# ---- ks_data_path_gen2 ----
ks_data_path_gen2/clock_map.png
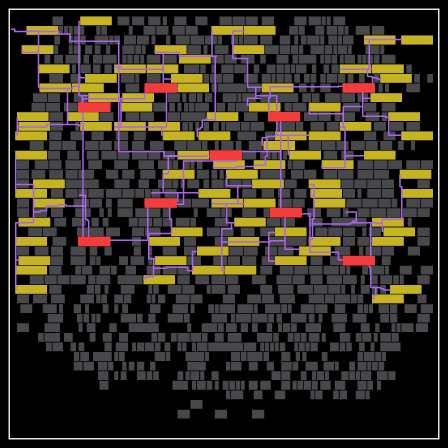

$ cat src/rtl/k_and_s_pkg.sv
// ============================================================================
// k_and_s_pkg : shared types and encodings for the K&S datapath
// Revision    : 1.0
// ============================================================================
`default_nettype none

package k_and_s_pkg;

  typedef enum logic [4:0] {
    I_NOP, I_LOAD, I_STORE, I_MOVE,
    I_ADD, I_SUB, I_AND, I_OR, I_SHL, I_SHR,
    I_BRANCH, I_BZERO, I_BNEG, I_BOV, I_BNOV, I_BNNEG, I_BNZERO,
    I_HALT
  } decoded_instruction_type;

  localparam logic [7:0] OPC_LOAD   = 8'h81;
  localparam logic [7:0] OPC_STORE  = 8'h82;
  localparam logic [7:0] OPC_MOVE   = 8'h91;
  localparam logic [7:0] OPC_ADD    = 8'hA1;
  localparam logic [7:0] OPC_SUB    = 8'hA2;
  localparam logic [7:0] OPC_AND    = 8'hA3;
  localparam logic [7:0] OPC_OR     = 8'hA4;
  localparam logic [7:0] OPC_SHL    = 8'hA5;
  localparam logic [7:0] OPC_SHR    = 8'hA6;
  localparam logic [7:0] OPC_BRANCH = 8'h01;
  localparam logic [7:0] OPC_BZERO  = 8'h02;
  localparam logic [7:0] OPC_BNEG   = 8'h03;
  localparam logic [7:0] OPC_BOV    = 8'h05;
  localparam logic [7:0] OPC_BNOV   = 8'h06;
  localparam logic [7:0] OPC_BNNEG  = 8'h0A;
  localparam logic [7:0] OPC_BNZERO = 8'h0B;
  localparam logic [7:0] OPC_HALT   = 8'hFF;

  localparam logic [2:0] ALU_ADD = 3'b000;
  localparam logic [2:0] ALU_AND = 3'b001;
  localparam logic [2:0] ALU_OR  = 3'b010;
  localparam logic [2:0] ALU_SUB = 3'b011;
  localparam logic [2:0] ALU_SHL = 3'b100;
  localparam logic [2:0] ALU_SHR = 3'b101;

endpackage

`default_nettype wire

$ cat src/rtl/ks_data_path_gen2_reg_file.sv
// ============================================================================
// ks_reg_file : NUM_REGS x DATA_W register file, 1 write / 2 async read ports
// Revision    : 1.0
// ============================================================================
`default_nettype none

module ks_reg_file
  import k_and_s_pkg::*;
#(
  parameter int DATA_W   = 16,
  parameter int NUM_REGS = 4
) (
  input  logic                        clk,
  input  logic                        rst_n,
  input  logic                        we,
  input  logic [$clog2(NUM_REGS)-1:0] waddr,
  input  logic [DATA_W-1:0]           wdata,
  input  logic [$clog2(NUM_REGS)-1:0] raddr_a,
  input  logic [$clog2(NUM_REGS)-1:0] raddr_b,
  output logic [DATA_W-1:0]           rdata_a,
  output logic [DATA_W-1:0]           rdata_b
);

  logic [DATA_W-1:0] regs_q [NUM_REGS];
  logic [DATA_W-1:0] regs_d [NUM_REGS];

  always_comb begin
    for (int i = 0; i < NUM_REGS; i++) begin
      regs_d[i] = regs_q[i];
    end
    if (we) begin
      regs_d[waddr] = wdata;
    end
  end

  always_ff @(posedge clk or negedge rst_n) begin
    if (!rst_n) begin
      for (int i = 0; i < NUM_REGS; i++) begin
        regs_q[i] <= '0;
      end
    end else begin
      regs_q <= regs_d;
    end
  end

  // Reads see the pre-edge contents, so a same-cycle write is not forwarded.
  assign rdata_a = regs_q[raddr_a];
  assign rdata_b = regs_q[raddr_b];

endmodule

`default_nettype wire

$ cat src/rtl/ks_data_path_gen2.sv
// ============================================================================
// ks_data_path_gen2 : K&S datapath (IR, PC, reg file, ALU, flags, decoder)
// Optional shift unit enabled by defining KS_DP_SHIFT_EN.
// Revision          : 1.0
// ============================================================================
`default_nettype none

module ks_data_path_gen2
  import k_and_s_pkg::*;
#(
  parameter int DATA_W   = 16,
  parameter int ADDR_W   = 5,
  parameter int NUM_REGS = 4
) (
  input  logic                    clk,
  input  logic                    rst_n,
  input  logic                    branch,
  input  logic                    pc_enable,
  input  logic                    ir_enable,
  input  logic                    addr_sel,
  input  logic                    c_sel,
  input  logic [2:0]              operation,
  input  logic                    write_reg_enable,
  input  logic                    flags_reg_enable,
  output decoded_instruction_type decoded_instruction,
  output logic                    zero_op,
  output logic                    neg_op,
  output logic                    unsigned_overflow,
  output logic                    signed_overflow,
  output logic [ADDR_W-1:0]       ram_addr,
  output logic [DATA_W-1:0]       data_out,
  input  logic [DATA_W-1:0]       data_in
);

  localparam int RSEL_W = $clog2(NUM_REGS);
  localparam int MSB    = DATA_W - 1;

  logic [DATA_W-1:0] ir_q, ir_d;
  logic [ADDR_W-1:0] pc_q, pc_d;
  logic              zero_q, zero_d, neg_q, neg_d, uov_q, uov_d, sov_q, sov_d;

  decoded_instruction_type instr;
  logic [7:0]        opcode;
  logic [ADDR_W-1:0] mem_addr;
  logic [RSEL_W-1:0] a_addr, b_addr, c_addr;
  logic [DATA_W-1:0] bus_a, bus_b, bus_c;

  logic [DATA_W:0]   sum_ext;
  logic [DATA_W-1:0] alu_r;
  logic              alu_uov, alu_sov, alu_zero, alu_neg;

  // Only some IR bits feed the decoder; fold the rest away explicitly.
  logic unused_ir;
  assign unused_ir = ^ir_q;

  always_comb begin
    opcode   = ir_q[DATA_W-1 -: 8];
    instr    = I_NOP;
    mem_addr = '0;
    a_addr   = '0;
    b_addr   = '0;
    c_addr   = '0;
    case (opcode)
      OPC_LOAD:   instr = I_LOAD;
      OPC_STORE:  instr = I_STORE;
      OPC_MOVE:   instr = I_MOVE;
      OPC_ADD:    instr = I_ADD;
      OPC_SUB:    instr = I_SUB;
      OPC_AND:    instr = I_AND;
      OPC_OR:     instr = I_OR;
`ifdef KS_DP_SHIFT_EN
      OPC_SHL:    instr = I_SHL;
      OPC_SHR:    instr = I_SHR;
`endif
      OPC_BRANCH: instr = I_BRANCH;
      OPC_BZERO:  instr = I_BZERO;
      OPC_BNEG:   instr = I_BNEG;
      OPC_BOV:    instr = I_BOV;
      OPC_BNOV:   instr = I_BNOV;
      OPC_BNNEG:  instr = I_BNNEG;
      OPC_BNZERO: instr = I_BNZERO;
      OPC_HALT:   instr = I_HALT;
      default:    instr = I_NOP;
    endcase
    if (instr != I_NOP) begin
      mem_addr = ir_q[ADDR_W-1:0];
      a_addr   = ir_q[RSEL_W-1:0];
      b_addr   = ir_q[2*RSEL_W-1:RSEL_W];
      c_addr   = ir_q[3*RSEL_W-1:2*RSEL_W];
      case (instr)
        I_LOAD:  c_addr = ir_q[ADDR_W+RSEL_W-1:ADDR_W];
        I_STORE: a_addr = ir_q[ADDR_W+RSEL_W-1:ADDR_W];
        I_MOVE: begin
          c_addr = ir_q[2*RSEL_W-1:RSEL_W];
          a_addr = ir_q[RSEL_W-1:0];
          b_addr = ir_q[RSEL_W-1:0];
        end
        default: ;
      endcase
    end
  end

  ks_reg_file #(
    .DATA_W   (DATA_W),
    .NUM_REGS (NUM_REGS)
  ) u_reg_file (
    .clk     (clk),
    .rst_n   (rst_n),
    .we      (write_reg_enable),
    .waddr   (c_addr),
    .wdata   (bus_c),
    .raddr_a (a_addr),
    .raddr_b (b_addr),
    .rdata_a (bus_a),
    .rdata_b (bus_b)
  );

  always_comb begin
    sum_ext = '0;
    alu_r   = '0;
    alu_uov = 1'b0;
    alu_sov = 1'b0;
    case (operation)
      ALU_ADD: begin
        sum_ext = {1'b0, bus_a} + {1'b0, bus_b};
        alu_r   = sum_ext[DATA_W-1:0];
        alu_uov = sum_ext[DATA_W];
        alu_sov = (bus_a[MSB] == bus_b[MSB]) && (alu_r[MSB] != bus_a[MSB]);
      end
      ALU_AND: alu_r = bus_a & bus_b;
      ALU_OR:  alu_r = bus_a | bus_b;
      ALU_SUB: begin
        // The extension bit of the widened difference is the borrow.
        sum_ext = {1'b0, bus_a} - {1'b0, bus_b};
        alu_r   = sum_ext[DATA_W-1:0];
        alu_uov = sum_ext[DATA_W];
        alu_sov = (bus_a[MSB] != bus_b[MSB]) && (alu_r[MSB] != bus_a[MSB]);
      end
`ifdef KS_DP_SHIFT_EN
      ALU_SHL: begin
        alu_r   = {bus_a[DATA_W-2:0], 1'b0};
        alu_uov = bus_a[MSB];
      end
      ALU_SHR: begin
        alu_r   = {1'b0, bus_a[DATA_W-1:1]};
        alu_uov = bus_a[0];
      end
`endif
      default: alu_r = '0;
    endcase
  end

  assign alu_zero = (alu_r == '0);
  assign alu_neg  = alu_r[MSB];
  assign bus_c    = c_sel ? data_in : alu_r;

  always_comb begin
    ir_d   = ir_enable ? data_in : ir_q;
    pc_d   = pc_q;
    if (pc_enable) begin
      pc_d = branch ? mem_addr : pc_q + ADDR_W'(1);
    end
    zero_d = zero_q;
    neg_d  = neg_q;
    uov_d  = uov_q;
    sov_d  = sov_q;
    if (flags_reg_enable) begin
      zero_d = alu_zero;
      neg_d  = alu_neg;
      uov_d  = alu_uov;
      sov_d  = alu_sov;
    end
  end

  always_ff @(posedge clk or negedge rst_n) begin
    if (!rst_n) begin
      ir_q   <= '0;
      pc_q   <= '0;
      zero_q <= 1'b0;
      neg_q  <= 1'b0;
      uov_q  <= 1'b0;
      sov_q  <= 1'b0;
    end else begin
      ir_q   <= ir_d;
      pc_q   <= pc_d;
      zero_q <= zero_d;
      neg_q  <= neg_d;
      uov_q  <= uov_d;
      sov_q  <= sov_d;
    end
  end

  assign decoded_instruction = instr;
  assign zero_op             = zero_q;
  assign neg_op              = neg_q;
  assign unsigned_overflow   = uov_q;
  assign signed_overflow     = sov_q;
  assign ram_addr            = addr_sel ? pc_q : mem_addr;
  assign data_out            = bus_a;

endmodule

`default_nettype wire

$ cat config.mk
export PLATFORM = sky130hd
export DESIGN_NAME = ks_data_path_gen2
export DESIGN_NICKNAME = d
export VERILOG_FILES = /design/src/rtl/k_and_s_pkg.sv /design/src/rtl/ks_data_path_gen2_reg_file.sv /design/src/rtl/ks_data_path_gen2.sv
export SDC_FILE = /design/constraint.sdc
export NUM_CORES = 1
export LEC_CHECK = 0
export CORE_UTILIZATION = 55
export DETAILED_ROUTE_END_ITERATION = 8
export GPL_TIMING_DRIVEN = 0
export PLACE_DENSITY = 0.76
export SLEW_MARGIN = 20
export SYNTH_ARGS = -nofsm -noshare
export SYNTH_HDL_FRONTEND = slang
export SYNTH_SLANG_ARGS = --single-unit
$ cat constraint.sdc
create_clock -name clk -period 5.63 [get_ports clk]
set_input_delay 0.8445 -clock clk [delete_from_list [all_inputs] [get_ports clk]]
set_output_delay 0.8445 -clock clk [all_outputs]
set_load 0.01 [all_outputs]
# ---- out_port_tx_flat ----
### src/rtl/out_port_tx_pkg.sv
// Shared types and constants for the OUT-port UART transmitter.
// State encodings are fixed so the FSM state can be inspected on a bus or in a debugger.
package out_port_tx_pkg;

    localparam int unsigned NBITS   = 8;
    localparam int unsigned STATE_W = 3;
    localparam int unsigned IDX_W   = 3;

    typedef enum logic [STATE_W-1:0] {
        ST_IDLE   = 3'd0,
        ST_START  = 3'd1,
        ST_DATA   = 3'd2,
        ST_PARITY = 3'd3,
        ST_STOP   = 3'd4
    } tx_state_e;

    // Even parity bit that makes the total count of ones over data+parity even
    function automatic logic even_parity(input logic [NBITS-1:0] b);
        return ^b;
    endfunction

endpackage

### src/rtl/out_port_tx_if.sv
// CPU-side handshake of the output port: OUT strobe and data in, ready/status flags out.
interface out_port_tx_if #(
    parameter int unsigned D = 16
);
    logic         wr;
    logic [D-1:0] wdata;
    logic         ovr_clr;
    logic         fgo;
    logic         busy;
    logic         ovr;

    modport master (output wr, wdata, ovr_clr, input  fgo, busy, ovr);
    modport slave  (input  wr, wdata, ovr_clr, output fgo, busy, ovr);
endinterface

### src/rtl/out_port_tx_baud_gen.sv
// Bit-period counter: counts 0..CLKS_PER_BIT-1, tick_c marks the last cycle of a bit.
// restart_i forces the count back to 0 so every state starts on a fresh bit boundary.
module baud_gen #(
    parameter int unsigned CLKS_PER_BIT = 434
) (
    input  logic clk,
    input  logic reset,
    input  logic restart_i,
    output logic tick_c
);
    localparam int unsigned CNT_W = (CLKS_PER_BIT > 1) ? $clog2(CLKS_PER_BIT) : 1;
    localparam logic [CNT_W-1:0] LAST = CNT_W'(CLKS_PER_BIT - 1);

    logic [CNT_W-1:0] cnt_q, cnt_d;

    assign tick_c = (cnt_q == LAST);

    always_comb begin
        cnt_d = cnt_q + CNT_W'(1);
        if (restart_i || tick_c) cnt_d = '0;
    end

    always_ff @(posedge clk or negedge reset) begin
        if (!reset) cnt_q <= '0;
        else        cnt_q <= cnt_d;
    end
endmodule

### src/rtl/out_port_tx.sv
// OUT-path output device: latches wdata[7:0] on an accepted write and sends it as a UART frame.
// Optional even parity bit with OUT_PORT_PARITY_EN defined.
module out_port_tx
    import out_port_tx_pkg::*;
#(
    parameter int unsigned D            = 16,
    parameter int unsigned CLKS_PER_BIT = 434
) (
    input  logic          clk,
    input  logic          reset,
    out_port_tx_if.slave  bus,
    output logic          txd
);
    tx_state_e        state_q, state_d;
    logic [NBITS-1:0] outr_q, outr_d;
    logic [IDX_W-1:0] idx_q, idx_d;
    logic             txd_q, txd_d;
    logic             fgo_q, fgo_d;
    logic             busy_q, busy_d;
    logic             ovr_q, ovr_d;
    logic             tick_c;
    logic             restart_c;
    logic             unused_wdata_hi;

    assign unused_wdata_hi = ^bus.wdata[D-1:NBITS];

    baud_gen #(.CLKS_PER_BIT(CLKS_PER_BIT)) u_baud (
        .clk       (clk),
        .reset     (reset),
        .restart_i (restart_c),
        .tick_c    (tick_c)
    );

    // Hold the counter at 0 while idle and reload it on every state change
    assign restart_c = (state_q == ST_IDLE) || (state_d != state_q);

    always_comb begin
        state_d = state_q;
        outr_d  = outr_q;
        idx_d   = idx_q;
        txd_d   = txd_q;
        fgo_d   = fgo_q;
        ovr_d   = ovr_q;

        // A write while not ready is dropped; its set beats a same-cycle clear
        if (bus.ovr_clr)         ovr_d = 1'b0;
        if (bus.wr && !fgo_q)    ovr_d = 1'b1;

        unique case (state_q)
            ST_IDLE: begin
                if (bus.wr && fgo_q) begin
                    outr_d  = bus.wdata[NBITS-1:0];
                    idx_d   = '0;
                    txd_d   = 1'b0;
                    fgo_d   = 1'b0;
                    state_d = ST_START;
                end
            end
            ST_START: begin
                if (tick_c) begin
                    txd_d   = outr_q[0];
                    state_d = ST_DATA;
                end
            end
            ST_DATA: begin
                if (tick_c) begin
                    if (idx_q == IDX_W'(NBITS - 1)) begin
`ifdef OUT_PORT_PARITY_EN
                        txd_d   = even_parity(outr_q);
                        state_d = ST_PARITY;
`else
                        txd_d   = 1'b1;
                        state_d = ST_STOP;
`endif
                    end else begin
                        idx_d = idx_q + IDX_W'(1);
                        txd_d = outr_q[idx_q + IDX_W'(1)];
                    end
                end
            end
`ifdef OUT_PORT_PARITY_EN
            ST_PARITY: begin
                if (tick_c) begin
                    txd_d   = 1'b1;
                    state_d = ST_STOP;
                end
            end
`endif
            ST_STOP: begin
                if (tick_c) begin
                    fgo_d   = 1'b1;
                    state_d = ST_IDLE;
                end
            end
            default: begin
                txd_d   = 1'b1;
                fgo_d   = 1'b1;
                state_d = ST_IDLE;
            end
        endcase

        busy_d = ~fgo_d;
    end

    always_ff @(posedge clk or negedge reset) begin
        if (!reset) begin
            state_q <= ST_IDLE;
            outr_q  <= '0;
            idx_q   <= '0;
            txd_q   <= 1'b1;
            fgo_q   <= 1'b1;
            busy_q  <= 1'b0;
            ovr_q   <= 1'b0;
        end else begin
            state_q <= state_d;
            outr_q  <= outr_d;
            idx_q   <= idx_d;
            txd_q   <= txd_d;
            fgo_q   <= fgo_d;
            busy_q  <= busy_d;
            ovr_q   <= ovr_d;
        end
    end

    assign txd      = txd_q;
    assign bus.fgo  = fgo_q;
    assign bus.busy = busy_q;
    assign bus.ovr  = ovr_q;
endmodule

### src/flat_wrapper.sv
// flat-port wrapper written by rule: the top's interface ports become plain ports
module out_port_tx_flat import out_port_tx_pkg::*;
#(
    parameter int unsigned D            = 16,
    parameter int unsigned CLKS_PER_BIT = 434
)
  (clk, reset, txd, bus_wr, bus_wdata, bus_ovr_clr, bus_fgo, bus_busy, bus_ovr);
  out_port_tx_if #(.D(D)) bus_i ();
  input  logic clk;
  input  logic reset;
  output logic txd;
  input wire logic [$bits(bus_i.wr)-1:0] bus_wr;
  input wire logic [$bits(bus_i.wdata)-1:0] bus_wdata;
  input wire logic [$bits(bus_i.ovr_clr)-1:0] bus_ovr_clr;
  output wire logic [$bits(bus_i.fgo)-1:0] bus_fgo;
  output wire logic [$bits(bus_i.busy)-1:0] bus_busy;
  output wire logic [$bits(bus_i.ovr)-1:0] bus_ovr;
  assign bus_i.wr = bus_wr;
  assign bus_i.wdata = bus_wdata;
  assign bus_i.ovr_clr = bus_ovr_clr;
  assign bus_fgo = bus_i.fgo;
  assign bus_busy = bus_i.busy;
  assign bus_ovr = bus_i.ovr;
  out_port_tx #(.D(D), .CLKS_PER_BIT(CLKS_PER_BIT)) u_core (.clk(clk), .reset(reset), .bus(bus_i), .txd(txd));
endmodule
### config.mk
export PLATFORM = sky130hd
export DESIGN_NAME = out_port_tx_flat
export DESIGN_NICKNAME = d
export VERILOG_FILES = /design/src/rtl/out_port_tx_pkg.sv /design/src/rtl/out_port_tx_if.sv /design/src/rtl/out_port_tx_baud_gen.sv /design/src/rtl/out_port_tx.sv /design/src/flat_wrapper.sv
export SDC_FILE = /design/constraint.sdc
export NUM_CORES = 1
export LEC_CHECK = 0
export CAP_MARGIN = 10
export CORE_MARGIN = 1
export CORE_UTILIZATION = 55
export CTS_CLUSTER_SIZE = 28
export DETAILED_ROUTE_END_ITERATION = 7
export MAX_ROUTING_LAYER = met4
export PLACE_DENSITY = 0.83
export SYNTH_ARGS = -nofsm -noshare
export SYNTH_HDL_FRONTEND = slang
export SYNTH_SLANG_ARGS = --single-unit
export TNS_END_PERCENT = 1
### constraint.sdc
create_clock -name clk -period 4.15 [get_ports clk]
set_input_delay 0.415 -clock clk [delete_from_list [all_inputs] [get_ports clk]]
set_output_delay 0.415 -clock clk [all_outputs]
set_load 0.02 [all_outputs]
# ---- spell_dbg_port ----
$ cat src/rtl/spell_dbg_pkg.sv
// Shared types for the serial debug port.
//   state_e : debug-port FSM states
//   op_e    : pending operation type (write into / read from CPU register)
package spell_dbg_pkg;

    typedef enum logic [2:0] {
        S_IDLE,
        S_HALT_WAIT,
        S_WR,
        S_RD,
        S_CAP,
        S_DONE
    } state_e;

    typedef enum logic {
        OP_LOAD,
        OP_DUMP
    } op_e;

endpackage

$ cat src/rtl/spell_edge_det.sv
// Rising-edge detector for a bundle of level request lines.
//   i_sig  : level inputs, sampled every cycle
//   o_rise : high for the cycle where i_sig is 1 and was 0 the cycle before
module spell_edge_det #(
    parameter int W = 2
) (
    input  logic         clk,
    input  logic         rst,
    input  logic [W-1:0] i_sig,
    output logic [W-1:0] o_rise
);

    logic [W-1:0] prev_q;

    always_ff @(posedge clk or posedge rst) begin
        if (rst) prev_q <= '0;
        else     prev_q <= i_sig;
    end

    assign o_rise = i_sig & ~prev_q;

endmodule

$ cat src/rtl/spell_dbg_port.sv
// Serial debug port: a shift chain that can be written into, or filled from,
// one of NUM_REGS CPU registers while the CPU is held halted.
//   clk/rst                      : clock, async active-high reset
//   i_shift_en/i_shift_in        : serial load of the chain (IDLE only), MSB first
//   o_shift_out                  : chain MSB
//   i_load/i_dump/i_reg_sel      : level requests, acted on at their rising edge
//   o_halt_req/i_halted          : CPU halt handshake
//   o_reg_addr/o_reg_we/
//   o_reg_wdata/i_reg_rdata      : CPU register-file access
//   o_busy/o_done/o_err          : status (o_err is sticky until next accepted request)
module spell_dbg_port
    import spell_dbg_pkg::*;
#(
    parameter int DATA_W       = 8,
    parameter int NUM_REGS     = 4,
    parameter int HALT_TIMEOUT = 255,
    localparam int SEL_W       = (NUM_REGS > 1) ? $clog2(NUM_REGS) : 1
) (
    input  logic              clk,
    input  logic              rst,
    input  logic              i_shift_en,
    input  logic              i_shift_in,
    output logic              o_shift_out,
    input  logic              i_load,
    input  logic              i_dump,
    input  logic [SEL_W-1:0]  i_reg_sel,
    output logic              o_halt_req,
    input  logic              i_halted,
    output logic [SEL_W-1:0]  o_reg_addr,
    output logic              o_reg_we,
    output logic [DATA_W-1:0] o_reg_wdata,
    input  logic [DATA_W-1:0] i_reg_rdata,
    output logic              o_busy,
    output logic              o_done,
    output logic              o_err
);

    localparam int CNT_W = $clog2(HALT_TIMEOUT + 1);

    state_e             state_q;
    op_e                op_q;
    logic [SEL_W-1:0]   addr_q;
    logic [DATA_W-1:0]  sr_q;
    logic [CNT_W-1:0]   cnt_q;
    logic               halt_q, we_q, done_q, err_q;
    logic [1:0]         rise;
    logic               ld_rise, dp_rise, sel_ok;

    spell_edge_det #(.W(2)) u_edge (
        .clk    (clk),
        .rst    (rst),
        .i_sig  ({i_dump, i_load}),
        .o_rise (rise)
    );
    assign ld_rise = rise[0];
    assign dp_rise = rise[1];

    // Table of legal indices so a non-power-of-two NUM_REGS rejects the holes.
    logic [(1<<SEL_W)-1:0] sel_ok_vec;
    for (genvar g = 0; g < (1 << SEL_W); g++) begin : g_sel_ok
        assign sel_ok_vec[g] = (g < NUM_REGS);
    end
    assign sel_ok = sel_ok_vec[i_reg_sel];

    always_ff @(posedge clk or posedge rst) begin
        if (rst) begin
            state_q <= S_IDLE;
            op_q    <= OP_LOAD;
            addr_q  <= '0;
            sr_q    <= '0;
            cnt_q   <= '0;
            halt_q  <= 1'b0;
            we_q    <= 1'b0;
            done_q  <= 1'b0;
            err_q   <= 1'b0;
        end else begin
            we_q   <= 1'b0;
            done_q <= 1'b0;
            case (state_q)
                S_IDLE: begin
                    if (i_shift_en) sr_q <= {sr_q[DATA_W-2:0], i_shift_in};
                    if (ld_rise || dp_rise) begin
                        if (!sel_ok) begin
                            err_q <= 1'b1;
                        end else begin
                            // Load wins a tie; the tie itself is reported.
                            addr_q  <= i_reg_sel;
                            op_q    <= ld_rise ? OP_LOAD : OP_DUMP;
                            err_q   <= ld_rise && dp_rise;
                            halt_q  <= 1'b1;
                            cnt_q   <= '0;
                            state_q <= S_HALT_WAIT;
                        end
                    end
                end
                S_HALT_WAIT: begin
                    if (i_halted) begin
                        // Write strobe is registered so it lines up with the WR state.
                        we_q    <= (op_q == OP_LOAD);
                        state_q <= (op_q == OP_LOAD) ? S_WR : S_RD;
                    end else if (cnt_q == CNT_W'(HALT_TIMEOUT - 1)) begin
                        err_q   <= 1'b1;
                        halt_q  <= 1'b0;
                        state_q <= S_IDLE;
                    end else begin
                        cnt_q <= cnt_q + CNT_W'(1);
                    end
                end
                S_WR: begin
                    done_q  <= 1'b1;
                    state_q <= S_DONE;
                end
                S_RD: state_q <= S_CAP;
                S_CAP: begin
                    sr_q    <= i_reg_rdata;
                    done_q  <= 1'b1;
                    state_q <= S_DONE;
                end
                S_DONE: begin
                    halt_q  <= 1'b0;
                    state_q <= S_IDLE;
                end
                default: state_q <= S_IDLE;
            endcase
            // Requests arriving mid-transfer are dropped but flagged.
            if (state_q != S_IDLE && (ld_rise || dp_rise)) err_q <= 1'b1;
        end
    end

    assign o_shift_out = sr_q[DATA_W-1];
    assign o_halt_req  = halt_q;
    assign o_reg_addr  = addr_q;
    assign o_reg_we    = we_q;
    assign o_reg_wdata = sr_q;
    assign o_busy      = (state_q != S_IDLE);
    assign o_done      = done_q;
    assign o_err       = err_q;

endmodule
$ cat config.mk
export PLATFORM = sky130hd
export DESIGN_NAME = spell_dbg_port
export DESIGN_NICKNAME = d
export VERILOG_FILES = /design/src/rtl/spell_dbg_pkg.sv /design/src/rtl/spell_edge_det.sv /design/src/rtl/spell_dbg_port.sv
export SDC_FILE = /design/constraint.sdc
export NUM_CORES = 1
export LEC_CHECK = 0
export ABC_AREA = 1
export CORE_ASPECT_RATIO = 0.75
export CORE_MARGIN = 2
export CORE_UTILIZATION = 45
export DETAILED_ROUTE_END_ITERATION = 12
export HOLD_SLACK_MARGIN = 0.03
export PLACE_DENSITY = 0.84
export SETUP_SLACK_MARGIN = 0.4
export SLEW_MARGIN = 20
export SYNTH_ARGS = -nofsm -noshare
export SYNTH_HDL_FRONTEND = slang
export SYNTH_SLANG_ARGS = --single-unit
$ cat constraint.sdc
create_clock -name clk -period 2.7 [get_ports clk]
set_input_delay 0.27 -clock clk [delete_from_list [all_inputs] [get_ports clk]]
set_output_delay 0.27 -clock clk [all_outputs]
set_load 0.01 [all_outputs]
# ---- stream_dispatch_1to4 ----
### config.mk
export PLATFORM = sky130hd
export DESIGN_NAME = stream_dispatch_1to4
export DESIGN_NICKNAME = d
export VERILOG_FILES = /design/src/rtl/stream_dispatch_1to4.sv
export SDC_FILE = /design/constraint.sdc
export NUM_CORES = 1
export LEC_CHECK = 0
export CAP_MARGIN = 20
export CORE_UTILIZATION = 30
export CTS_BUF_LIST = sky130_fd_sc_hd__clkbuf_4
export DETAILED_ROUTE_END_ITERATION = 8
export DONT_BUFFER_PORTS = 1
export GPL_TIMING_DRIVEN = 1
export HOLD_SLACK_MARGIN = 0.08
export SYNTH_ARGS = -nofsm -noshare
export SYNTH_HDL_FRONTEND = slang
export SYNTH_SLANG_ARGS = --single-unit
### constraint.sdc
create_clock -name clk -period 2.3 [get_ports clk]
set_input_delay 0.46 -clock clk [delete_from_list [all_inputs] [get_ports clk]]
set_output_delay 0.46 -clock clk [all_outputs]
set_load 0.02 [all_outputs]
### src/rtl/stream_dispatch_1to4.sv
// Valid/ready feeder for the 1-to-4 demux: DEPTH-entry FIFO followed by a registered output stage.
// Optional per-channel transfer counters on cnt_ch when DISPATCH_CNT_EN is defined.
module stream_dispatch_1to4 #(
  parameter int WIDTH = 4,
  parameter int DEPTH = 4
) (
  input  logic                     clk,
  input  logic                     rst_n,
  input  logic                     flush,
  input  logic [WIDTH-1:0]         in_data,
  input  logic [1:0]               in_dest,
  input  logic                     in_valid,
  output logic                     in_ready,
  input  logic                     rr_mode,
  output logic [WIDTH-1:0]         out_data,
  output logic [1:0]               out_sel,
  output logic [3:0]               out_valid,
  input  logic [3:0]               out_ready,
`ifdef DISPATCH_CNT_EN
  output logic [31:0]              cnt_ch,
`endif
  output logic [$clog2(DEPTH):0]   fifo_level
);

  localparam int AW = $clog2(DEPTH);

  typedef enum logic {S_EMPTY, S_HOLD} state_t;

  logic [WIDTH+1:0] mem_q [DEPTH];
  logic [AW:0]      wr_ptr_q, wr_ptr_d;
  logic [AW:0]      rd_ptr_q, rd_ptr_d;
  state_t           state_q, state_d;
  logic [WIDTH-1:0] out_data_q, out_data_d;
  logic [1:0]       out_sel_q, out_sel_d;
  logic [1:0]       rr_ptr_q, rr_ptr_d;

  logic             fifo_empty, fifo_full;
  logic             push, pop, xfer;
  logic [1:0]       push_dest;
  logic [WIDTH+1:0] head;

  // The extra MSB on each pointer tells full from empty when the index bits match.
  assign fifo_empty = (wr_ptr_q == rd_ptr_q);
  assign fifo_full  = (wr_ptr_q[AW] != rd_ptr_q[AW]) && (wr_ptr_q[AW-1:0] == rd_ptr_q[AW-1:0]);
  assign fifo_level = wr_ptr_q - rd_ptr_q;

  assign in_ready  = !fifo_full && !flush;
  assign push      = in_valid && in_ready;
  assign push_dest = rr_mode ? rr_ptr_q : in_dest;
  assign head      = mem_q[rd_ptr_q[AW-1:0]];
  assign xfer      = (state_q == S_HOLD) && out_ready[out_sel_q];
  assign pop       = !fifo_empty && !flush && ((state_q == S_EMPTY) || xfer);

  assign out_data  = out_data_q;
  assign out_sel   = out_sel_q;
  assign out_valid = (state_q == S_HOLD) ? 4'(1 << out_sel_q) : 4'b0000;

  always_comb begin
    wr_ptr_d   = wr_ptr_q;
    rd_ptr_d   = rd_ptr_q;
    state_d    = state_q;
    out_data_d = out_data_q;
    out_sel_d  = out_sel_q;
    rr_ptr_d   = rr_ptr_q;
    if (flush) begin
      wr_ptr_d = '0;
      rd_ptr_d = '0;
      state_d  = S_EMPTY;
      rr_ptr_d = 2'd0;
    end else begin
      if (push) begin
        wr_ptr_d = wr_ptr_q + 1'b1;
        if (rr_mode) rr_ptr_d = rr_ptr_q + 2'd1;
      end
      if (pop) begin
        rd_ptr_d   = rd_ptr_q + 1'b1;
        out_data_d = head[WIDTH-1:0];
        out_sel_d  = head[WIDTH+1:WIDTH];
        state_d    = S_HOLD;
      end else if (xfer) begin
        state_d = S_EMPTY;
      end
    end
  end

  always_ff @(posedge clk or negedge rst_n) begin
    if (!rst_n) begin
      wr_ptr_q   <= '0;
      rd_ptr_q   <= '0;
      state_q    <= S_EMPTY;
      out_data_q <= '0;
      out_sel_q  <= 2'd0;
      rr_ptr_q   <= 2'd0;
    end else begin
      wr_ptr_q   <= wr_ptr_d;
      rd_ptr_q   <= rd_ptr_d;
      state_q    <= state_d;
      out_data_q <= out_data_d;
      out_sel_q  <= out_sel_d;
      rr_ptr_q   <= rr_ptr_d;
    end
  end

  // Storage is qualified by the pointers, so it needs no reset.
  always_ff @(posedge clk) begin
    if (push) mem_q[wr_ptr_q[AW-1:0]] <= {push_dest, in_data};
  end

`ifdef DISPATCH_CNT_EN
  logic [7:0] cnt_q [4];

  always_ff @(posedge clk or negedge rst_n) begin
    if (!rst_n) begin
      for (int i = 0; i < 4; i++) cnt_q[i] <= 8'd0;
    end else if (flush) begin
      for (int i = 0; i < 4; i++) cnt_q[i] <= 8'd0;
    end else if (xfer) begin
      cnt_q[out_sel_q] <= cnt_q[out_sel_q] + 8'd1;
    end
  end

  assign cnt_ch = {cnt_q[3], cnt_q[2], cnt_q[1], cnt_q[0]};
`endif

endmodule


## Gallery

Clock wires, drivers and flops.
Plate I
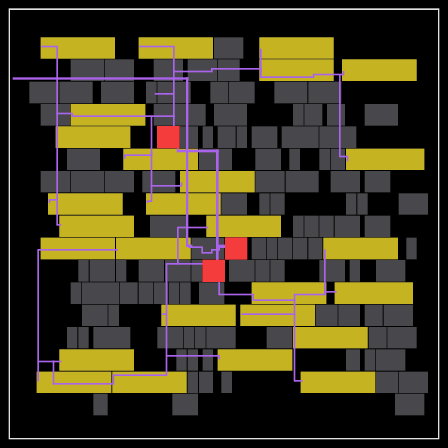
Plate II
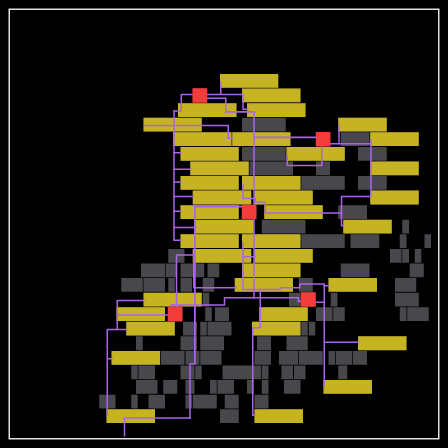
Plate III
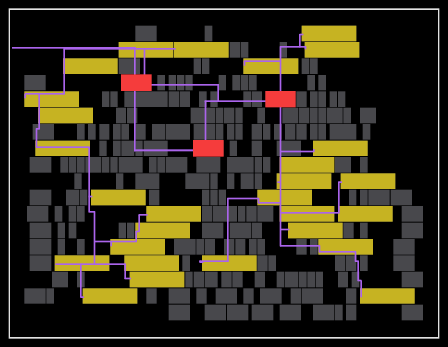
- Plate I = out_port_tx_flat
- Plate III = spell_dbg_port
- Plate II = stream_dispatch_1to4

ks_data_path_gen2/metal_stack.png
The bar under the picture is 20 um long.
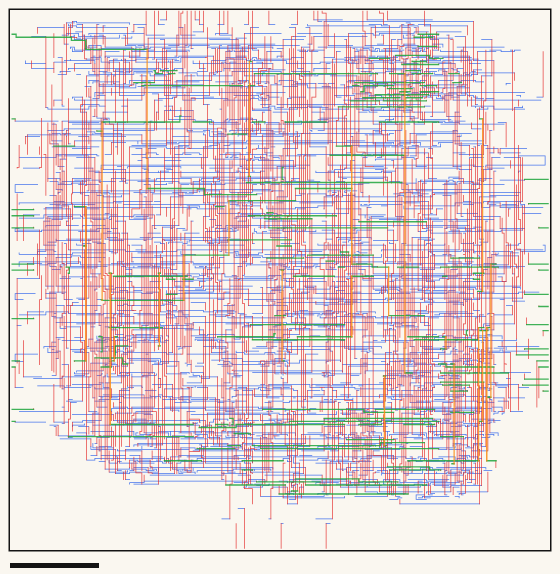
- red: met2 (wire length 11400 um)
- blue: met1 (wire length 9940 um)
- green: met3 (wire length 1430 um)
- orange: met4 (wire length 539 um)

About ks_data_path_gen2/clock_map.png:
- purple: clock wires (length 1160 um)
- red: cells driving clock nets (count 9)
- yellow: flip-flops (count 88)
- routed clock nets: 10

==> qor.log, ks_data_path_gen2 <==
qor: final_timing.timing.slew.headroom 42.57%
qor: placed_design.hpwlAfterDp 16.98 mm
qor: final_layout.filler_cell_count 1146
qor: synth.ys_chip_area 0.007840 mm^2
qor: global_routing.grt_antenna_before_repair 0
qor: synth.synth_largest_type_area_fraction 28.09%
qor: final_timing.timing.setup.tns 0 ps
qor: global_routing.grt_use_met3 4.840%
qor: detailed_routing.routed_wl 23.31 mm
qor: power.seq_power 0.00107 W
qor: power.clockNetworkPower 0.000659 W
qor: detailed_routing.drc 0
qor: worst_setup_path.setup.worst_path.end u_reg_file.regs_q[15]$_DFFE_PN0P_
qor: global_routing.first_global_vias 6557
qor: final_layout.final.clkbuf_count 11
qor: synth.flip_flops_with_a_built_in_enable 0
qor: power.clock_group_share_of_total_power 12.7%
qor: detailed_routing.detail_route.wirelength.met1 9.939 mm
qor: synth.synth_cell_type_count 82
qor: die.total_core_area 0.01388 mm^2
qor: outcome.status completed
qor: synth.synthMuxAreaShare 29.00%
qor: final_timing.finalCritPeriodShare 98.30%
qor: clocking.cts-root-buf clkbuf_16
qor: final_layout.non_clock_buffer_count 114
qor: worst_setup_path.setup.worst_path.start_class register
qor: synth.combined_area_of_all_synthesized_cells 0.007840 mm^2
qor: die.row_count 43
qor: worst_setup_path.critPathSlowestCell or4_4
qor: synth.combinational_family_with_the_most_area_after_synthesis multiplexers
qor: clocking.cts_buffer_depth 2
qor: clocking.post-cts-setup-buffers 2
qor: final_layout.registers_with_the_most_flip_flops u_reg_file.regs_q: 64 flops, ir_q: 15 flops, pc_q: 5 flops
qor: final_layout.drive_above_1_share 21.48%
qor: global_routing.met2_usage 52.66%
qor: final_layout.combinational_gate_area 0.005388 mm^2
qor: worst_setup_path.critical_path_max_stage_delay 560 ps
qor: synth.synthFlopType dfrtp_1
ks_data_path_gen2: worst reg2reg max path, stage by stage (launching register included):
cell and delay, ps:
dfrtp_1 360, buf_2 200, or4_4 560, nor2_1 110, o2111a_1 210, nor2_1 80
nand2_2 110, inv_2 90, nor2_4 160, buf_6 130, buf_12 150, mux2i_1 280
mux2_2 240, ha_1 250, o21ba_2 250, nor4_2 280, nor4b_4 120, a2111oi_4 540
o41ai_2 180, a221o_1 350, a22oi_2 310, mux2i_2 180, mux2_2 300
ks_data_path_gen2: placed cells by master (no fill, tap or decap), drive strengths merged, types with 3 or more instances in the layout:
cell / count
a221o: 4
o21bai: 11
nor2b: 6
o21ai: 45
o22ai: 10
buf: 41
a22o: 4
nor3b: 4
a21oi: 52
a221oi: 7
a21o: 9
mux2i: 103
o211ai: 5
dfrtp: 88
o221ai: 4
or4: 3
a31oi: 4
clkdlybuf4s50: 51
a22oi: 3
o31ai: 4
a2111oi: 4
nor3: 12
nand2b: 7
nand2: 43
nand3: 17
mux2: 110
a211oi: 3
ha: 53
and3: 5
o311ai: 3
o221a: 4
inv: 24
nor4: 8
clkbuf: 33
nand4: 6
nor2: 56
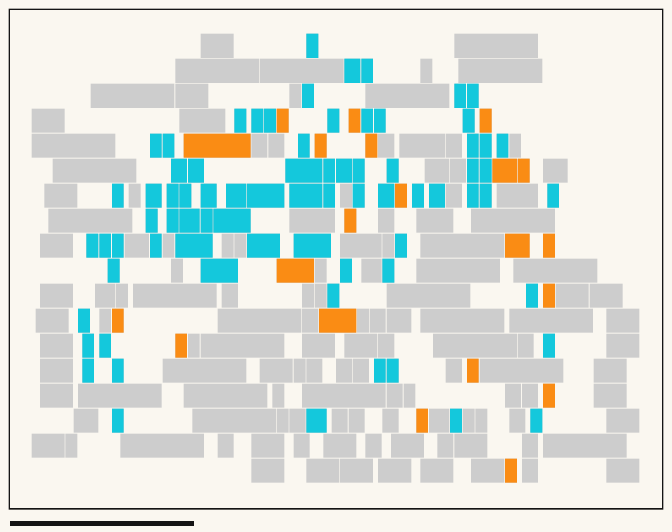
spell_dbg_port/gate_families.png
The bar under the picture is 20 um long.
- orange: NOR gates (cells 21)
- cyan: NAND gates (cells 75)

spell_dbg_port/metal_stack.png
The bar under the picture is 20 um long.
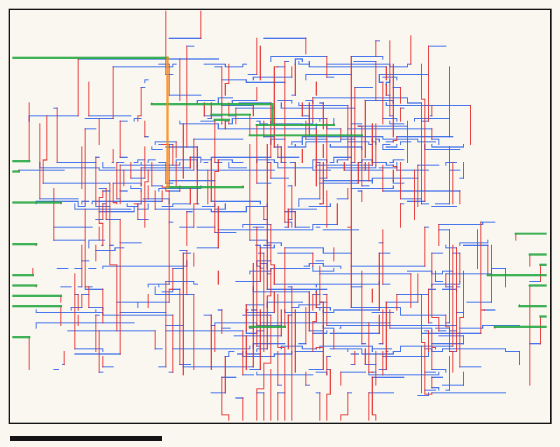
- green: met3 (wire length 144 um)
- orange: met4 (wire length 17.0 um)
- blue: met1 (wire length 1450 um)
- red: met2 (wire length 1440 um)

==> qor.log, spell_dbg_port <==
qor: synth.share_of_synthesized_area_occupied_by_flip_flops_and_latches 46.32%
qor: power.vdd_ir_drop_max 0.4500 mV
qor: worst_setup_path.r2r-end o_halt_req$_DFFE_PP0P_
qor: die.initial_utilization 46.64%
qor: outcome.status completed
qor: final_timing.worst_hold_slack 352.5 ps
qor: final_layout.seqAreaFraction 36.51%
qor: synth.synth_cell_type_count 25
qor: final_layout.fin_cells 264
qor: synth.synth-warning-count 0
qor: final_timing.drv_slew 0
qor: power.total_power 0.001906 W
qor: final_timing.setup_skew_after_layout 3.808 ps
qor: synth.syn_avg_cell_area 7.962 um^2
qor: final_layout.sh_comb_area 36.96%
qor: placed_design.hpwlAfterDp 2.369 mm
qor: detailed_routing.met3WireLength 144 um
qor: worst_setup_path.setup.worst_path.end o_busy
qor: final_layout.combinational_gate_area 709.4 um^2
qor: final_timing.tightestPinTransition 358.7 ps
qor: power.p_int 0.001100 W
qor: power.clockNetworkPower 0.000218 W
qor: worst_setup_path.critical_path_max_stage_delay 540 ps
qor: detailed_routing.first_pass_iters 4
qor: synth.combinational_family_with_the_most_area_after_synthesis simple AND/OR/NAND/NOR gates
qor: worst_setup_path.count_of_buffering_cells_on_the_critical_path_with_inverters_included 2
qor: final_layout.layout.cells.largest_class logic gates
qor: clocking.hold_buffers 0
qor: final_layout.ff_count 28
qor: detailed_routing.dr_wl_met2 1.441 mm
qor: final_timing.report.final.setup_viol 0
qor: hold_path.worstHoldPathType in2async
qor: final_layout.nNetsFinal 245
qor: power.seq_power 0.000692 W
qor: worst_setup_path.regToRegSetupSlack 1260 ps
qor: power.power_dens_cells 992.9 mW/mm^2
==> spell_dbg_port: cell usage after synthesis <==
master    count  area (um^2)
nand2_1      56        210.2
dfrtp_1      28        700.7
o21ai_0      23        115.1
inv_1        19        71.32
nor2_1       16        60.06
nand3_1       8        40.04
nand2_4       6        67.56
inv_2         5        18.77
o21ai_1       4        20.02
a21oi_1       3        15.01
o21bai_1      3        22.52
ha_1          2        25.02
nand2_2       2        12.51
nand3_2       2        20.02
nor2_4        2        22.52
nor3b_1       2        15.01
a21boi_2      1        11.26
a31oi_1       1        6.260
buf_2         1        5.000
buf_4         1        7.510
nand4_1       1        6.260
nor2_8        1        20.02
o211ai_1      1        7.510
o22ai_1       1        6.260
or2_1         1        6.260
==> spell_dbg_port: how the worst min path moves through the flow <==
stage,start,to,depth (start not counted)
CTS,rst,o_reg_addr[1]$_DFFE_PP0P_,3
global route,rst,o_reg_addr[1]$_DFFE_PP0P_,3
global placement,op_q$_DFFE_PP0P_,o_reg_we$_DFF_PP0_,1
floorplan,i_load,u_edge.prev_q[0]$_DFF_PP0_,0
finish,rst,o_reg_wdata[3]$_DFFE_PP0P_,3
detailed placement,o_err$_DFFE_PP0P_,o_err$_DFFE_PP0P_,2
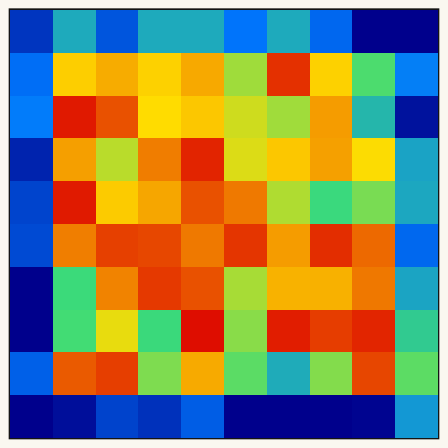
out_port_tx_flat/density.png
The die is cut into 10 by 10 equal tiles; dark blue is low, red is high, 0 to 100% covered.
- nearly empty tiles: 9.0%
- densest ninth of the die: center
- fullest tile: 99%

out_port_tx_flat/final_congestion.png
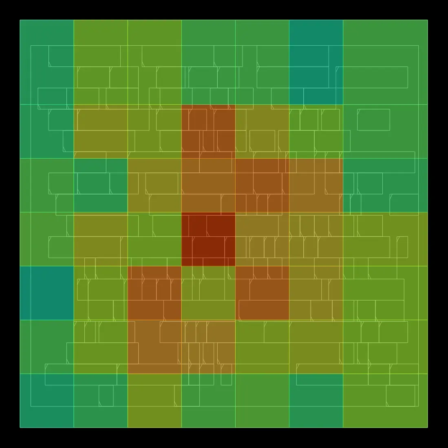
Global Route Usage Sum: 21.31%
global routing met3 resource utilization: 3.478%

==> qor.log, out_port_tx_flat <==
qor: die.num_io_pins 24
qor: power.power-top-group sequential cells
qor: synth.post-synth-top-area-cell dfrtp_1
qor: final_layout.layout-area-overhead-vs-synth 13.17%
qor: clocking.post-cts-setup-buffers 0
qor: detailed_routing.average_wire_per_standard_cell 14.28 um
qor: outcome.status completed
qor: worst_setup_path.worst-path-max-fanout 7
qor: detailed_routing.routed_wl 2.442 mm
qor: final_layout.filler_cell_count 176
qor: flow_run.cap_violations 0
qor: global_routing.first_global_vias 931
qor: final_timing.finalCritPeriodShare 47.78%
qor: final_timing.timing.setup.tns 0 ps
qor: worst_setup_path.cp.required 4410 ps
qor: clocking.cts_made_buffers 3
qor: synth.synthMuxAreaShare 11.36%
qor: final_layout.largest_register u_core.u_baud.cnt_q
qor: clocking.cts.clk_slew.worst_paths 140 ps
qor: detailed_routing.vias 984
qor: worst_setup_path.regToRegSetupSlack 2170 ps
qor: synth.synth-warning-count 0
qor: final_layout.final_area 0.001570 mm^2
qor: power.p_switching 0.0001298 W
qor: power.p_int 0.0003704 W
qor: synth.post_synth_ao_oa_area_fraction 9.648%
qor: placed_design.port-buffer-count 15
qor: final_layout.commonest_cells_after_routing_fill_and_taps_aside dfrtp_1 (25), nor2_1 (16), clkdlybuf4s50_1 (15)
qor: detailed_routing.postRouteAntennaNets 0
out_port_tx_flat: synthesized netlist by cell type, types with 2 or more instances:
| cell | number |
|---|---|
| dfrtp_1 | 25 |
| nor2_1 | 16 |
| mux2_2 | 14 |
| inv_1 | 7 |
| xnor2_1 | 7 |
| nand2_1 | 6 |
| nand3_1 | 6 |
| a21oi_1 | 4 |
| ha_1 | 4 |
| o21ai_0 | 3 |
| o22ai_1 | 3 |
| and3_1 | 2 |
| buf_2 | 2 |
| buf_6 | 2 |
| dfstp_2 | 2 |
| nand4b_1 | 2 |
| nor3_1 | 2 |
| xor2_1 | 2 |
out_port_tx_flat: metal layers:
layer / share of wire, % / routed length, um / vias to the layer above
li1: - / - / 482
met1: 46 / 1120 / 476
met2: 49 / 1208 / 21
met3: 3.2 / 78 / 5
met4: 1.4 / 35 / 0
met5: 0 / 0 / -
out_port_tx_flat: critical path: cells and delay by family, from the launching register on:
kind / cells / cell delay [ps]
flip-flops: 1 / 470
AND/OR/NAND/NOR: 2 / 320
multiplexers: 1 / 370
AND-OR/OR-AND: 1 / 340
adder cells (fa/ha/maj): 1 / 430
stream_dispatch_1to4/density.png
The die is cut into 8 by 8 equal tiles; dark blue is low, red is high, 0 to 100% covered.
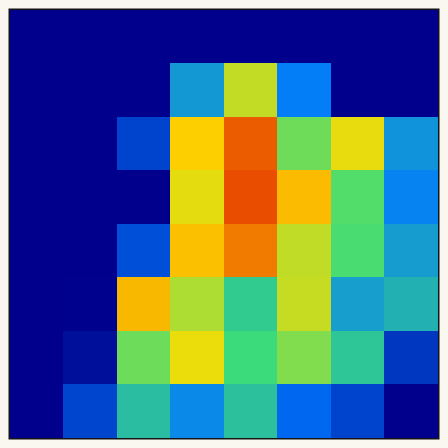
- densest ninth of the die: center
- tiles over 75% full: 11%
- mean over tiles: 30%
- nearly empty tiles: 39%
- emptiest ninth of the die: north-west

==> qor.log, stream_dispatch_1to4 <==
qor: detailed_routing.average_wire_per_standard_cell 15.22 um
qor: die.fp.dieW 79.87 um
qor: final_timing.timing_hold_violations_final 0
qor: final_layout.sh_comb_area 33.50%
qor: worst_setup_path.reg_to_reg_startpoint wr_ptr_q[0]$_DFFE_PN0P_
qor: synth.ys.flops 39
qor: synth.ys_chip_area 0.001819 mm^2
qor: final_layout.layout-area-overhead-vs-synth 9.835%
qor: placed_design.place.gp.congestion 0.7852
qor: worst_setup_path.crit_cells 5
qor: clocking.clock_tree.htree_level_count 2
qor: synth.synth_largest_type_area_fraction 39.61%
qor: final_layout.commonest_non_fill_non_tap_cell_in_the_layout edfxtp_1
qor: global_routing.grt_use_met3 4.114%
qor: synth.combinational_family_with_the_most_area_after_synthesis multiplexers
qor: final_timing.drv_slew 0
qor: final_layout.bufAreaShareNonClock 2.755%
qor: synth.synthFlopType edfxtp_1
qor: outcome.status completed
qor: hold_path.worst_hold_path.num_cells 1
qor: global_routing.grt_antenna_before_repair 0
qor: final_layout.comb_cells 69
qor: die.tap_cells 72
qor: detailed_routing.vias_per_cell 4.673
qor: detailed_routing.met3WireLength 164 um
qor: final_timing.tightestPinTransition 702.5 ps
qor: synth.syn_avg_cell_area 15.29 um^2
qor: worst_setup_path.reg2reg_depth 6
qor: clocking.post-cts-setup-buffers 0
qor: worst_setup_path.count_of_buffering_cells_on_the_critical_path_with_inverters_included 1
qor: synth.synthesis.instances 119
qor: detailed_routing.vias 944
[stream_dispatch_1to4: stage by stage]
| stage | cells | TNS [ps] | hold slack (ps) | total power [W] | setup WS [ps] |
|---|---|---|---|---|---|
| 2_1_floorplan | 119 | 0 | 164.4 | 0.001680 | 287.7 |
| 3_3_place_gp | 192 | 0 | 164.7 | 0.001792 | 217.6 |
| 3_5_place_dp | 192 | 0 | 164.6 | 0.001823 | 120.0 |
| 4_1_cts | 201 | 0 | 125.5 | 0.002195 | 16.04 |
| 5_1_grt | 202 | -16.34 | 124.4 | 0.002310 | -13.71 |
| 6_report | 202 | 0 | 148.8 | 0.002167 | 123.6 |
[stream_dispatch_1to4: sequential cells by signal, indices dropped and copies added, names as in the netlist]
register,cells
wr_ptr_q,3
out_sel,2
out_data,4
state_q,1
rd_ptr_q,3
mem_q,24
rr_ptr_q,2
[stream_dispatch_1to4: power breakdown]
part           switching [W]  total, W  internal (W)  leakage [nW]
clock               0.000240  0.000362      0.000122        0.0278
sequential          0.000130  0.000984      0.000854         0.410
combinational       0.000411  0.000822      0.000411         0.331
total               0.000780   0.00217       0.00139         0.769

# ---- irq_pending_latch ----
irq_pending_latch/gate_families.png
The bar under the picture is 20 um long.
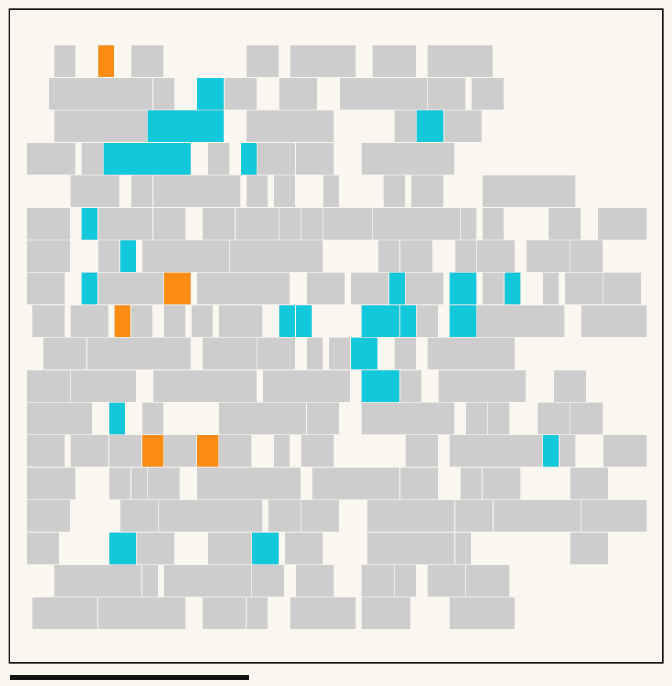
`config.mk`:
```
export PLATFORM = sky130hd
export DESIGN_NAME = irq_pending_latch
export DESIGN_NICKNAME = d
export VERILOG_FILES = /design/src/rtl/irq_pending_latch.sv
export SDC_FILE = /design/constraint.sdc
export NUM_CORES = 1
export LEC_CHECK = 0
export CORE_UTILIZATION = 39
export CTS_CLUSTER_DIAMETER = 120
export DETAILED_ROUTE_END_ITERATION = 8
export GPL_TIMING_DRIVEN = 0
export HOLD_SLACK_MARGIN = 0.06
export PLACE_DENSITY = 0.77
export REMOVE_ABC_BUFFERS = 1
export SLEW_MARGIN = 25
export SYNTH_ARGS = -nofsm -noshare
export SYNTH_HDL_FRONTEND = slang
export SYNTH_SLANG_ARGS = --single-unit
```
`constraint.sdc`:
```
create_clock -name clk -period 1.5 [get_ports clk]
set_clock_uncertainty 0.2 [all_clocks]
set_input_delay 0.375 -clock clk [delete_from_list [all_inputs] [get_ports clk]]
set_output_delay 0.375 -clock clk [all_outputs]
set_load 0.05 [all_outputs]
```
`src/rtl/irq_pending_latch.sv`:
```
`default_nettype none
// ============================================================================
// Module      : irq_pending_latch
// Description : Request-capture stage in front of an 8-bit priority encoder.
//               Latches raw requests into a maskable pending vector, presents
//               the encoder's winner on a valid/ack handshake and clears the
//               serviced bit on acknowledge.
// Revision    : 1.0 - initial release
// ============================================================================
module irq_pending_latch #(
    parameter bit EDGE = 1'b1
) (
    input  logic       clk,
    input  logic       reset,
    input  logic [7:0] req,
    input  logic [7:0] mask,
    input  logic       ack,
    input  logic       ovf_clr,
    output logic [7:0] enc_in,
    input  logic [2:0] enc_code,
    input  logic       enc_z,
    output logic [7:0] pending,
    output logic       irq_valid,
    output logic [2:0] irq_id,
    output logic [7:0] overflow
);

    typedef enum logic [0:0] {
        ST_IDLE    = 1'b0,
        ST_PRESENT = 1'b1
    } state_t;

    state_t     r_state;
    logic [7:0] r_req_d;
    logic [7:0] r_pending;
    logic [7:0] r_overflow;
    logic [2:0] r_irq_id;
    logic       r_irq_valid;

    logic [7:0] w_set;
    logic [7:0] w_clr;
    logic       w_ack_hit;

    // req_d also loads during reset so a line held high across release is
    // not mistaken for a fresh edge.
    always_ff @(posedge clk) begin
        r_req_d <= req;
    end

    generate
        if (EDGE) begin : g_edge
            assign w_set = req & ~r_req_d;
        end else begin : g_level
            assign w_set = req;
        end
    endgenerate

    assign w_ack_hit = ack & r_irq_valid;
    assign w_clr     = w_ack_hit ? (8'b0000_0001 << r_irq_id) : 8'b0000_0000;

    always_ff @(posedge clk) begin
        if (reset) begin
            r_pending  <= 8'h00;
            r_overflow <= 8'h00;
        end else begin
            // set beats clear, and a fresh overflow beats ovf_clr
            r_pending  <= w_set | (r_pending & ~w_clr);
            r_overflow <= (w_set & r_pending & ~w_clr)
                        | (r_overflow & ~{8{ovf_clr}});
        end
    end

    always_ff @(posedge clk) begin
        if (reset) begin
            r_state     <= ST_IDLE;
            r_irq_id    <= 3'd0;
            r_irq_valid <= 1'b0;
        end else begin
            case (r_state)
                ST_IDLE: begin
                    if (!enc_z) begin
                        r_irq_id    <= enc_code;
                        r_irq_valid <= 1'b1;
                        r_state     <= ST_PRESENT;
                    end
                end
                ST_PRESENT: begin
                    // irq_id is frozen here: no preemption by later arrivals
                    if (ack) begin
                        r_irq_valid <= 1'b0;
                        r_state     <= ST_IDLE;
                    end
                end
                default: begin
                    r_irq_valid <= 1'b0;
                    r_state     <= ST_IDLE;
                end
            endcase
        end
    end

    assign enc_in    = r_pending & mask;
    assign pending   = r_pending;
    assign overflow  = r_overflow;
    assign irq_valid = r_irq_valid;
    assign irq_id    = r_irq_id;

endmodule
`default_nettype wire

```
==> qor.log <==
qor: synth.synth-warning-count 0
qor: final_layout.layout.cells.largest_class flip-flops and latches
qor: power.p_comb_share 22.9%
qor: final_layout.comb_cells 76
qor: clocking.hold_buffers 0
qor: global_routing.grt_util_all_layers 21.31%
qor: outcome.status finished with violations
qor: power.static_leakage_power 0.7728 nW
qor: hold_path.holdCritStartpoint ack
qor: clocking.cts_buffer_depth 2
qor: flow_run.cap_violations 0
qor: outcome.violations_in_the_final_reports negative setup slack
qor: worst_setup_path.reg_to_reg_startpoint irq_id[0]$_SDFFE_PP0P_
qor: clocking.clk-insertion-delay-late 330 ps
qor: final_timing.finalWorstSetupSlack -60.69 ps
qor: synth.ys.flops 29
qor: worst_setup_path.setup.worst_path.end enc_in[0]
qor: synth.synthesis.instances 115
qor: global_routing.first_global_vias 977
qor: final_timing.report.final.setup_viol 9
qor: worst_setup_path.cp.required 920 ps
qor: synth.combined_area_of_all_synthesized_cells 0.001080 mm^2
qor: detailed_routing.detailedRoute.firstIterationViolations 8
About irq_pending_latch/gate_families.png:
- cyan: NAND gates (cells 22)
- orange: NOR gates (cells 5)

## routing by layer
metal  vias to the layer above  share of wire, %  GRT usage [%]
met5                         -                 0              0
met4                         0               2.7          12.82
met3                         8               6.3          9.167
met2                        40                52          35.74
met1                       494                39          21.64
li1                        526                 -              -
## cell usage in the layout, fill, tap and decap left out, types with 8 or more instances in the layout
master	Yosys	routed
a21oi_1	18	18
buf_4	0	18
dfxtp_1	29	17
clkdlybuf4s50_1	0	13
nand2_1	11	11
buf_8	0	10
o21ai_0	9	9
and2_4	0	8
inv_1	8	8
dlygate4sd2_1	0	8
## cell families after synthesis
group,count (synthesis)
AOI/OAI and AO/OA,38
DFF,29
and+or+nand+nor,38
buffers and inverters,10
## critical path, stage by stage (launching register included)
cell	delay, ps
dfxtp_4	370
and2_4	150
buf_8	140
## stage by stage
step                TNS, ps  hold slack [ps]  power, W
floorplan             -1846            202.7  0.001044
global placement     -18190            254.7  0.001202
detailed placement   -18990            265.9  0.001211
CTS                  -555.0            278.6  0.001678
global route         -678.1            261.3  0.001750
finish               -343.8            236.3  0.001678


## Gallery

Routing congestion map.
shot_01.png
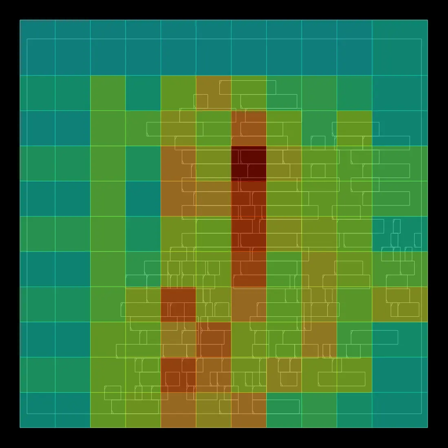
shot_02.png
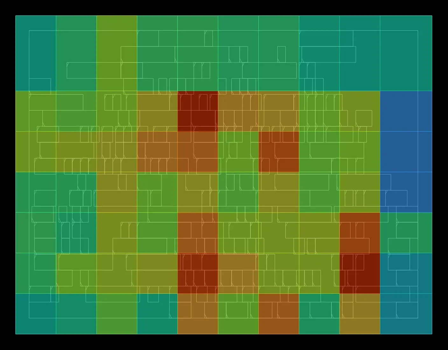
shot_03.png
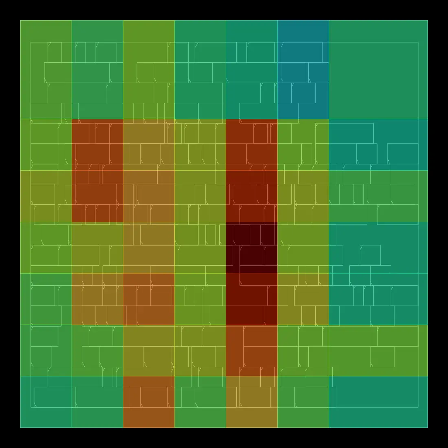
shot_04.png
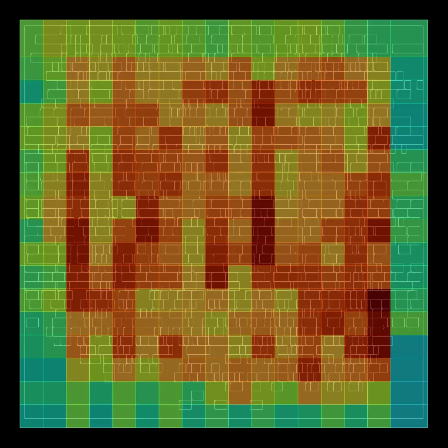
Of these, most wire per cell: shot_04.png
Of these, lowest track usage: shot_01.png
| picture | from |
|---|---|
| shot_02.png | spell_dbg_port |
| shot_03.png | irq_pending_latch |
| shot_04.png | ks_data_path_gen2 |
| shot_01.png | stream_dispatch_1to4 |

Power figures rest on the tool's default switching activity, not on a simulated workload.
